=== lsu_mem_stage ===
lsu_mem_stage/route_heat.png
The die is cut into 32 by 32 equal tiles; dark blue is low, red is high, scaled to the fullest tile. Values are wire area over tile area, all layers added.
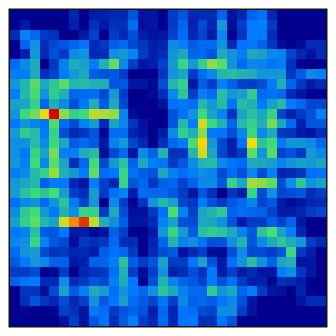

### config.mk
export PLATFORM = sky130hd
export DESIGN_NAME = lsu_mem_stage
export DESIGN_NICKNAME = d
export VERILOG_FILES = /design/src/rtl/lsu_mem_stage.sv
export SDC_FILE = /design/constraint.sdc
export NUM_CORES = 1
export LEC_CHECK = 0
export CELL_PAD_IN_SITES_DETAIL_PLACEMENT = 0
export CELL_PAD_IN_SITES_GLOBAL_PLACEMENT = 2
export CORE_MARGIN = 5
export CORE_UTILIZATION = 28
export CTS_BUF_LIST = sky130_fd_sc_hd__clkbuf_8
export CTS_CLUSTER_SIZE = 24
export DETAILED_ROUTE_END_ITERATION = 16
export PLACE_DENSITY_LB_ADDON = 0.1
export SLEW_MARGIN = 40
export SYNTH_ARGS = -nofsm -noshare
export SYNTH_HDL_FRONTEND = slang
export SYNTH_SLANG_ARGS = --single-unit
### constraint.sdc
create_clock -name clk -period 4 [get_ports clk]
set_input_delay 1.2 -clock clk [delete_from_list [all_inputs] [get_ports clk]]
set_output_delay 1.2 -clock clk [all_outputs]
set_load 0.02 [all_outputs]
### src/rtl/lsu_mem_stage.sv
// Memory-stage load/store unit: one op at a time on a valid/ready port.
// Ports: exec req (ReqValid/ReqReady + op), mem req/resp, completion bundle.
module lsu_mem_stage #(
  parameter int MaxWait = 16
) (
  input  logic        clk,
  input  logic        rst_n,
  input  logic        ReqValid,
  output logic        ReqReady,
  input  logic        MemWrite,
  input  logic [2:0]  Funct3,
  input  logic [31:0] ALUResult,
  input  logic [31:0] WriteData,
  input  logic [4:0]  Rd,
  output logic        MemReqValid,
  input  logic        MemReqReady,
  output logic [31:0] MemAddr,
  output logic        MemWE,
  output logic [3:0]  MemByteEn,
  output logic [31:0] MemWData,
  input  logic        MemRespValid,
  input  logic [31:0] MemRData,
  output logic        DoneValid,
  output logic [31:0] ReadData,
  output logic [4:0]  DoneRd,
  output logic        Fault,
  output logic [1:0]  FaultCause
);

  typedef enum logic [1:0] {
    IDLE,
    REQ,
    WAIT,
    DONE
  } state_t;

  localparam logic [7:0] LastWait = 8'(MaxWait - 1);

  state_t      r_state;
  state_t      w_next;
  logic        r_we;
  logic [2:0]  r_f3;
  logic [1:0]  r_off;
  logic [4:0]  r_rd;
  logic [31:0] r_addr;
  logic [3:0]  r_be;
  logic [31:0] r_wdata;
  logic [31:0] r_rdata;
  logic        r_fault;
  logic [1:0]  r_cause;
  logic [7:0]  r_cnt;

  logic        w_illegal;
  logic        w_misal;
  logic [3:0]  w_be;
  logic [31:0] w_wdata;
  logic [31:0] w_shift;
  logic [31:0] w_ext;
  logic        w_accept;
  logic        w_tmo;

  assign w_accept = (r_state == IDLE) && ReqValid;
  assign w_tmo    = (r_cnt == LastWait);

  // Stores only have SB/SH/SW; loads also allow LBU/LHU.
  always_comb begin
    w_illegal = 1'b0;
    if (MemWrite)
      w_illegal = (Funct3 > 3'd2);
    else
      w_illegal = (Funct3 == 3'd3) || (Funct3[2:1] == 2'b11);
  end

  always_comb begin
    w_misal = 1'b0;
    unique case (1'b1)
      (Funct3[1:0] == 2'b01): w_misal = ALUResult[0];
      (Funct3[1:0] == 2'b10): w_misal = (ALUResult[1:0] != 2'b00);
      default:                w_misal = 1'b0;
    endcase
  end

  always_comb begin
    w_be    = 4'b0000;
    w_wdata = WriteData;
    unique case (1'b1)
      (Funct3[1:0] == 2'b00): begin
        w_be    = 4'b0001 << ALUResult[1:0];
        w_wdata = {4{WriteData[7:0]}};
      end
      (Funct3[1:0] == 2'b01): begin
        w_be    = 4'b0011 << ALUResult[1:0];
        w_wdata = {2{WriteData[15:0]}};
      end
      default: begin
        w_be    = 4'b1111;
        w_wdata = WriteData;
      end
    endcase
  end

  // Bring the addressed lane down to bit 0, then extend.
  assign w_shift = MemRData >> {r_off, 3'b000};

  always_comb begin
    w_ext = MemRData;
    unique case (1'b1)
      (r_f3 == 3'b000): w_ext = {{24{w_shift[7]}}, w_shift[7:0]};
      (r_f3 == 3'b001): w_ext = {{16{w_shift[15]}}, w_shift[15:0]};
      (r_f3 == 3'b100): w_ext = {24'd0, w_shift[7:0]};
      (r_f3 == 3'b101): w_ext = {16'd0, w_shift[15:0]};
      default:          w_ext = MemRData;
    endcase
  end

  always_comb begin
    w_next = r_state;
    unique case (r_state)
      IDLE: begin
        if (ReqValid)
          w_next = (w_illegal || w_misal) ? DONE : REQ;
      end
      REQ: begin
        if (MemReqReady)
          w_next = r_we ? DONE : WAIT;
      end
      WAIT: begin
        if (MemRespValid || w_tmo)
          w_next = DONE;
      end
      DONE:    w_next = IDLE;
      default: w_next = IDLE;
    endcase
  end

  always_ff @(posedge clk or negedge rst_n) begin
    if (!rst_n) begin
      r_state <= IDLE;
      r_we    <= 1'b0;
      r_f3    <= 3'd0;
      r_off   <= 2'd0;
      r_rd    <= 5'd0;
      r_addr  <= 32'd0;
      r_be    <= 4'd0;
      r_wdata <= 32'd0;
      r_rdata <= 32'd0;
      r_fault <= 1'b0;
      r_cause <= 2'b00;
      r_cnt   <= 8'd0;
    end else begin
      r_state <= w_next;
      if (w_accept) begin
        r_we    <= MemWrite;
        r_f3    <= Funct3;
        r_off   <= ALUResult[1:0];
        r_rd    <= Rd;
        r_addr  <= {ALUResult[31:2], 2'b00};
        r_be    <= w_be;
        r_wdata <= w_wdata;
        r_rdata <= 32'd0;
        r_cnt   <= 8'd0;
        r_fault <= w_illegal || w_misal;
        // Illegal funct3 wins over misalignment.
        r_cause <= w_illegal ? 2'b10 :
                   w_misal   ? 2'b01 : 2'b00;
      end
      if ((r_state == REQ) && MemReqReady)
        r_cnt <= 8'd0;
      if (r_state == WAIT) begin
        if (MemRespValid) begin
          r_rdata <= w_ext;
        end else if (w_tmo) begin
          r_fault <= 1'b1;
          r_cause <= 2'b11;
        end else begin
          r_cnt <= r_cnt + 8'd1;
        end
      end
    end
  end

  assign ReqReady    = (r_state == IDLE);
  assign MemReqValid = (r_state == REQ);
  assign MemAddr     = r_addr;
  assign MemWE       = r_we;
  assign MemByteEn   = r_be;
  assign MemWData    = r_wdata;
  assign DoneValid   = (r_state == DONE);
  assign ReadData    = DoneValid ? r_rdata : 32'd0;
  assign DoneRd      = DoneValid ? r_rd : 5'd0;
  assign Fault       = DoneValid && r_fault;
  assign FaultCause  = DoneValid ? r_cause : 2'b00;

endmodule

=== fetch_unit ===
`src/rtl/fetch_unit.sv`:
```
`default_nettype none
// ============================================================================
// Module      : fetch_unit
// Description : Instruction-fetch stage: owns the PC, drives a combinational
//               IMEM, captures into IF/ID, handles redirect/stall/flush and
//               traps misaligned redirect targets.
// Revision    : 1.0 - initial release
// ============================================================================
module fetch_unit #(
  parameter int                       PC_WIDTH_LENGTH   = 32,
  parameter int                       INST_WIDTH_LENGTH = 32,
  parameter logic [PC_WIDTH_LENGTH-1:0]   RESET_PC      = 32'h00000000,
  parameter logic [INST_WIDTH_LENGTH-1:0] NOP_INST      = 32'h00000013
) (
  input  logic                         clk,
  input  logic                         rst,
  output logic [PC_WIDTH_LENGTH-1:0]   PC,
  input  logic [INST_WIDTH_LENGTH-1:0] inst_in,
  input  logic                         stall,
  input  logic                         flush,
  input  logic                         br_taken,
  input  logic [PC_WIDTH_LENGTH-1:0]   br_target,
  output logic                         if_id_valid,
  output logic [PC_WIDTH_LENGTH-1:0]   if_id_PC,
  output logic [PC_WIDTH_LENGTH-1:0]   if_id_PC4,
  output logic [INST_WIDTH_LENGTH-1:0] if_id_inst,
  output logic                         misaligned,
  output logic [PC_WIDTH_LENGTH-1:0]   misaligned_addr,
  output logic [31:0]                  fetch_count
);

  localparam logic [PC_WIDTH_LENGTH-1:0] c_PC_STEP = PC_WIDTH_LENGTH'(4);

  typedef enum logic [0:0] {
    S_RUN  = 1'b0,
    S_HALT = 1'b1
  } state_t;

  state_t                         state_q, state_d;
  logic [PC_WIDTH_LENGTH-1:0]     pc_q, pc_d;
  logic                           valid_q, valid_d;
  logic [PC_WIDTH_LENGTH-1:0]     id_pc_q, id_pc_d;
  logic [PC_WIDTH_LENGTH-1:0]     id_pc4_q, id_pc4_d;
  logic [INST_WIDTH_LENGTH-1:0]   id_inst_q, id_inst_d;
  logic                           mis_q, mis_d;
  logic [PC_WIDTH_LENGTH-1:0]     mis_addr_q, mis_addr_d;
  logic [31:0]                    count_q, count_d;
  logic [PC_WIDTH_LENGTH-1:0]     pc_plus4;
  logic                           target_aligned;

  // Natural truncation gives the required wrap from the top word to zero.
  assign pc_plus4       = pc_q + c_PC_STEP;
  assign target_aligned = (br_target[1:0] == 2'b00);

  always_comb begin
    state_d    = state_q;
    pc_d       = pc_q;
    valid_d    = valid_q;
    id_pc_d    = id_pc_q;
    id_pc4_d   = id_pc4_q;
    id_inst_d  = id_inst_q;
    mis_d      = mis_q;
    mis_addr_d = mis_addr_q;
    count_d    = count_q;

    case (state_q)
      S_RUN: begin
        if (br_taken) begin
          valid_d   = 1'b0;
          id_inst_d = NOP_INST;
          if (target_aligned) begin
            pc_d = br_target;
          end else begin
            mis_d      = 1'b1;
            mis_addr_d = br_target;
            state_d    = S_HALT;
          end
        end else if (flush) begin
          // The killed slot is dropped, so the PC moves on unless held.
          valid_d   = 1'b0;
          id_inst_d = NOP_INST;
          if (!stall) begin
            pc_d = pc_plus4;
          end
        end else if (!stall) begin
          pc_d      = pc_plus4;
          valid_d   = 1'b1;
          id_pc_d   = pc_q;
          id_pc4_d  = pc_plus4;
          id_inst_d = inst_in;
          count_d   = count_q + 32'd1;
        end
      end
      S_HALT: begin
        valid_d   = 1'b0;
        id_inst_d = NOP_INST;
      end
      default: begin
        state_d = S_HALT;
      end
    endcase
  end

  always_ff @(posedge clk) begin
    if (rst) begin
      state_q    <= S_RUN;
      pc_q       <= RESET_PC;
      valid_q    <= 1'b0;
      id_pc_q    <= '0;
      id_pc4_q   <= '0;
      id_inst_q  <= NOP_INST;
      mis_q      <= 1'b0;
      mis_addr_q <= '0;
      count_q    <= 32'd0;
    end else begin
      state_q    <= state_d;
      pc_q       <= pc_d;
      valid_q    <= valid_d;
      id_pc_q    <= id_pc_d;
      id_pc4_q   <= id_pc4_d;
      id_inst_q  <= id_inst_d;
      mis_q      <= mis_d;
      mis_addr_q <= mis_addr_d;
      count_q    <= count_d;
    end
  end

  assign PC              = pc_q;
  assign if_id_valid     = valid_q;
  assign if_id_PC        = id_pc_q;
  assign if_id_PC4       = id_pc4_q;
  assign if_id_inst      = id_inst_q;
  assign misaligned      = mis_q;
  assign misaligned_addr = mis_addr_q;
  assign fetch_count     = count_q;

endmodule
`default_nettype wire

```
`config.mk`:
```
export PLATFORM = sky130hd
export DESIGN_NAME = fetch_unit
export DESIGN_NICKNAME = d
export VERILOG_FILES = /design/src/rtl/fetch_unit.sv
export SDC_FILE = /design/constraint.sdc
export NUM_CORES = 1
export LEC_CHECK = 0
export CORE_ASPECT_RATIO = 1.5
export CORE_MARGIN = 2
export CORE_UTILIZATION = 42
export CTS_CLUSTER_DIAMETER = 150
export DETAILED_ROUTE_END_ITERATION = 7
export PLACE_DENSITY = 0.74
export SYNTH_ARGS = -nofsm -noshare
export SYNTH_HDL_FRONTEND = slang
export SYNTH_SLANG_ARGS = --single-unit
```
`constraint.sdc`:
```
create_clock -name clk -period 1.9 [get_ports clk]
set_input_delay 0.19 -clock clk [delete_from_list [all_inputs] [get_ports clk]]
set_output_delay 0.19 -clock clk [all_outputs]
set_load 0.1 [all_outputs]
```
fetch_unit/port_trees.png
Scale bar: 20 um.
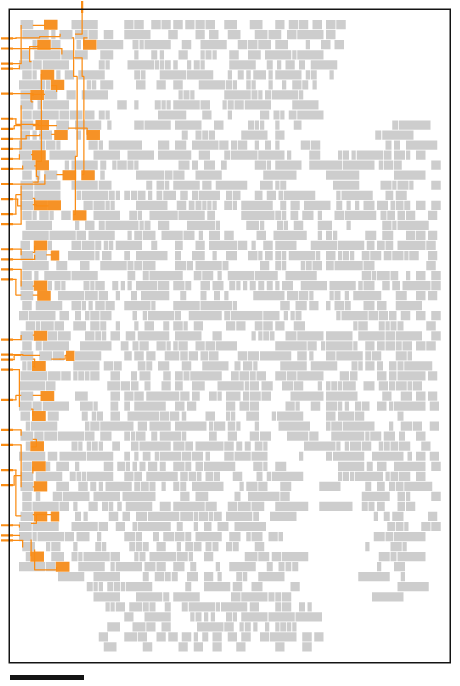
- inst_in: orange (bits 32; direction input; end cells 32; wire 457 um)
num ports: 263
Port Buf Inserts: 262

==> notes.md, fetch_unit <==
The synthesis and place-and-route flow finished, so here is a summary.

The run finished, with violations left. The number of remaining DRC errors came out at 0. The synthesized netlist devotes 14.7% of its cell area to compound gates. The tap cell count is 260.

The total internal power came out at 6.36 mW. The worst register-to-register path ends at if_id_PC4[30]. The number of vias in the routed layout came out at slightly above 8000. Traced cell by cell, the critical path runs through ha_4 > nand3_4 > or3_4 > buf_12 > nor4_4 > buf_4 > xnor2_2 > a21oi_2.

The async set-reset flop share out of synthesis came out at 0%. The total of endpoints with negative setup slack in the final report is 1. The minimum clock period after layout is 1.91 ns. The number of gates resized after CTS was 0.

Setup repair after global routing could not meet its margin everywhere. Among logic cells in the layout, the one with the most instances is buf_4. The number of placed instances with taps included is 1508. The detailed route wirelength on metal3 came out at around 1600 um. The count of cells in the finished layout, fillers not included, comes to 1543. For this run, the leading register cell type out of synthesis is dfxtp_1. The post-route netlist has 30.7% of its cells at a drive strength greater than 1. The synthesis report lists the Yosys warning total as 0. The adder and majority cell fraction of the synthesized area came out at 0.300%. The pin slew with the least headroom to its limit came out at 0.549 ns.

The checks that failed: setup timing. The flop count is 193. The slack of the critical path is -0.00584 ns. Once the floorplan was initialized, standard cells occupied between 40% and 50% of the core. Dividing total power by cell area gives a power density of about 800 nW/um^2. Counting instances in the post-synthesis netlist gives the leading cell types as 193 x dfxtp_1, 177 x nand2_1, 103 x a21oi_1. The row count is between 60 and 70. The simple-gate share of the synthesized area is 24.3%. For this run, global-route usage on met1 was measured as 26.5%. The switching share of power is between 30 and 40%. In this run the post-CTS setup repair buffer count came out at 0. Summed over all sequential cells, the power is 4.22 mW. The total stage count of the critical path came out at 8. The flow reports power dissipated in the clock network as about 3.6 mW. The longest clock path from root to sink contains 2 buffers. The highest clock rate came out at 525 MHz. The endpoint with the worst hold slack is state_q. The final-layout setup total negative slack is -0.00584 ns. The initial antenna violation count came out at 0.

The via count of the first global-routing pass is 7866. By area the synthesized netlist is led by dfxtp_1 46%, nand2_1 8.0%, a21oi_1 6.2%. The instance area after placement is 11300 um^2. The core region is slightly below 20000 um^2. The number of H-tree branching levels is 4. The number of iterations in the first detailed-routing pass is 5. Of the total synthesized cell area, the portion taken by XOR and XNOR cells is 5.35%. The cell group occupying the most layout area is multi-input combinational cells.

The CTS tree is done. In this run the most critical hold path is launched from br_taken.
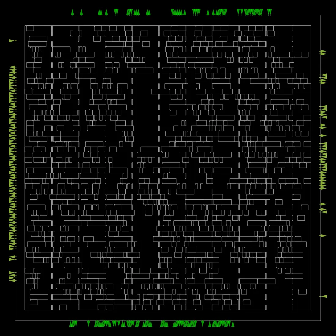
lsu_mem_stage/placed.png
standard-cell row count: 54
sequential share of cell area: 34.2%

Notes on lsu_mem_stage/route_heat.png above:
- fullest tile: 0.64
- mean over tiles: 0.14
- emptiest ninth of the die: lower right
- nearly empty tiles: 12%
- tiles over half the peak: 4.2%
- densest ninth of the die: middle left
routed wire length: 20800 um
global-route usage over all layers: 16.8%

==> notes.md, lsu_mem_stage <==
The synthesis and place-and-route flow finished, so here is a summary.

The flow ran to the end, and the final reports show no timing, DRC or antenna violations. The max-slew violation count is 0. The endpoint of the worst hold path is reported as r_rdata[3]. The synthesis-to-finish area growth is 46.1%.

Entering global routing, the biggest net connects 75 pins. Post-CTS repair ended up resizing 0 cells. The longest clock path from root to sink contains 2 buffers. Of the total power, the share spent switching nets is 42.0%. The routed via count divided by cell count is 4.73.

The clock network fraction of design power is 15.8%. Measured against its own limit, the worst slew margin works out to about 46%. Counting distinct cell types in the post-synthesis netlist gives 54. The share of final layout cell area taken by clock buffers and inverters came out at 3.85%.

The busiest layer in global routing is met2. In the final layout, multi-input gates take up 31.7% of the cell area. Sequential cells burn 34.1% of the power. The post-route netlist has under 10% of its cells at a drive strength greater than 1. The multiplexer fraction of the synthesized cell area came out at 3.07%. The instance area after placement came out at 8580 um^2. The number of multi-input combinational cells in the layout is 512. The number of non-clock buffers is around 230. The non-clock buffering overhead in the final layout came out at 26.0%.

Grouping non-sequential cells by family puts the most area in simple AND/OR/NAND/NOR gates. By area, the class that comes first in the final layout consists of sequential cells. The tap cell count is approximately 280. The first-pass GRT wire length came out at 32500 um. The combinational power is 3.17 mW. In this run the power density over the cells is approximately 710 nW/um^2. In the synthesized netlist, the cells that appear most often are 203 x nand2_1, 122 x dfrtp_1, 48 x o21ai_0. Summed over its instances, the top area cell type makes up 49.9% of the synthesized netlist area. The nature of the critical path startpoint is a register.

The layout filler cell count is roughly 2200. On the critical path the largest part of the delay comes from buffers and inverters. In the layout the commonest cells are 218 x clkdlybuf4s50_1, 202 x nand2_1, 122 x dfrtp_1.

The multi-input combinational cells in the finished layout cover a total of 2830 um^2. The endpoint arrival time on the critical path came out at 2.27 ns. The core region is 21700 um^2. Setup repair after global routing left no endpoint under its margin. The total of endpoints with negative setup slack in the final report is 0. The area of the die is approximately 25000 um^2. The capturing instance or port of the critical path is ReadData[31]. Post-synthesis, Yosys gives the total cell area as 6120 um^2. For this block, the initial DRC count from the detailed router was around 240. The count of buffer and inverter cells on the critical path came out at 2.

The final antenna-violating net count is 0. The async set-reset flop share out of synthesis came out at 100%. The minimum clock period after layout is 3.47 ns. The area taken by sequential standard cells is reported as 3050 um^2. The highest ir drop seen on vdd came out at 0.293 mV.

The group that draws the most power in this run is combinational cells. The combinational power share came out at 50.1%. The count of buffers from port buffering is 219. The highest clock rate came out at 288 MHz.

==> notes/layouts.md <==
Pictures saved along the way, in no particular order.

PDN straps and rails.
shot_01.png
Scale bar: 50 um. Pins as bars on the die edge. Tap cells in gray.
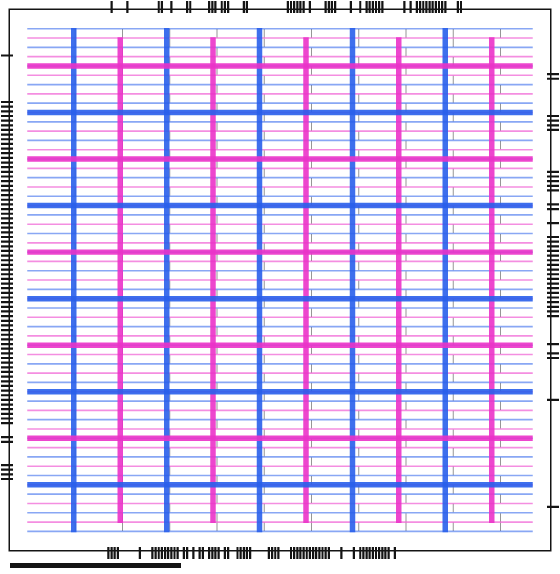
shot_02.png
Scale bar: 20 um. Pins as bars on the die edge. Tap cells in gray.
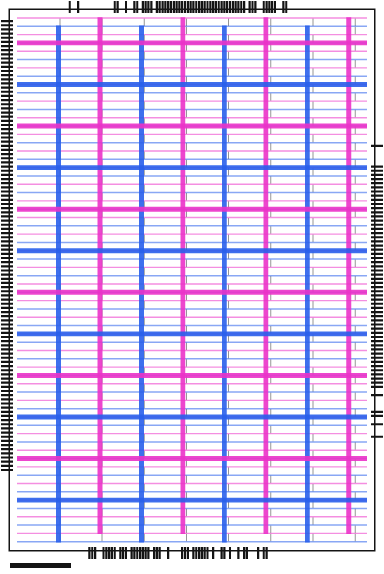
- most pins: shot_02.png
- largest die: shot_01.png
lsu_mem_stage is shot_01.png.
fetch_unit is shot_02.png.

Key to shot_01.png:
- VSS: blue
- VDD: magenta
- signal pins: 222
- tap cells: 280
- met5 straps: 10
- met1 rails: 55



## Gallery

Placed cells, one color a class.
Fill, decap, tap and diode cells in gray.
picture 1
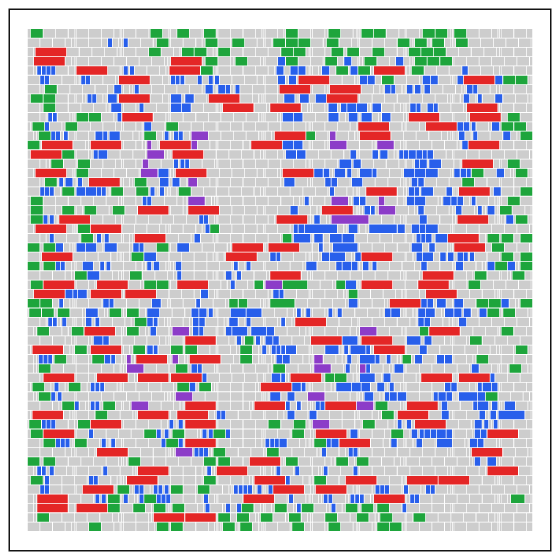
picture 2
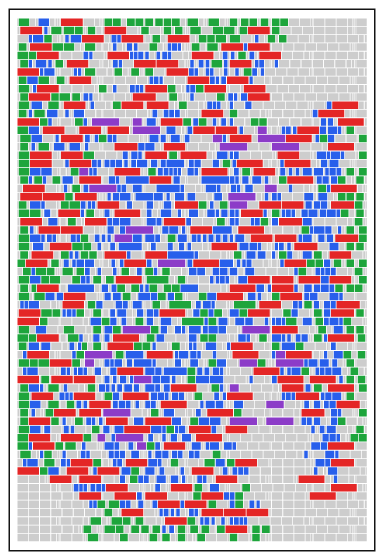
Of these, most cells: picture 2
lsu_mem_stage: picture 1
fetch_unit: picture 2

Key to picture 2:
- sequential cells: red (cells 193)
- clock drivers and dummy loads: purple (cells 32)
- remaining buffers and delay cells: green (cells 338)
- remaining logic cells: blue (cells 720)

Power figures rest on the tool's default switching activity, not on a simulated workload.
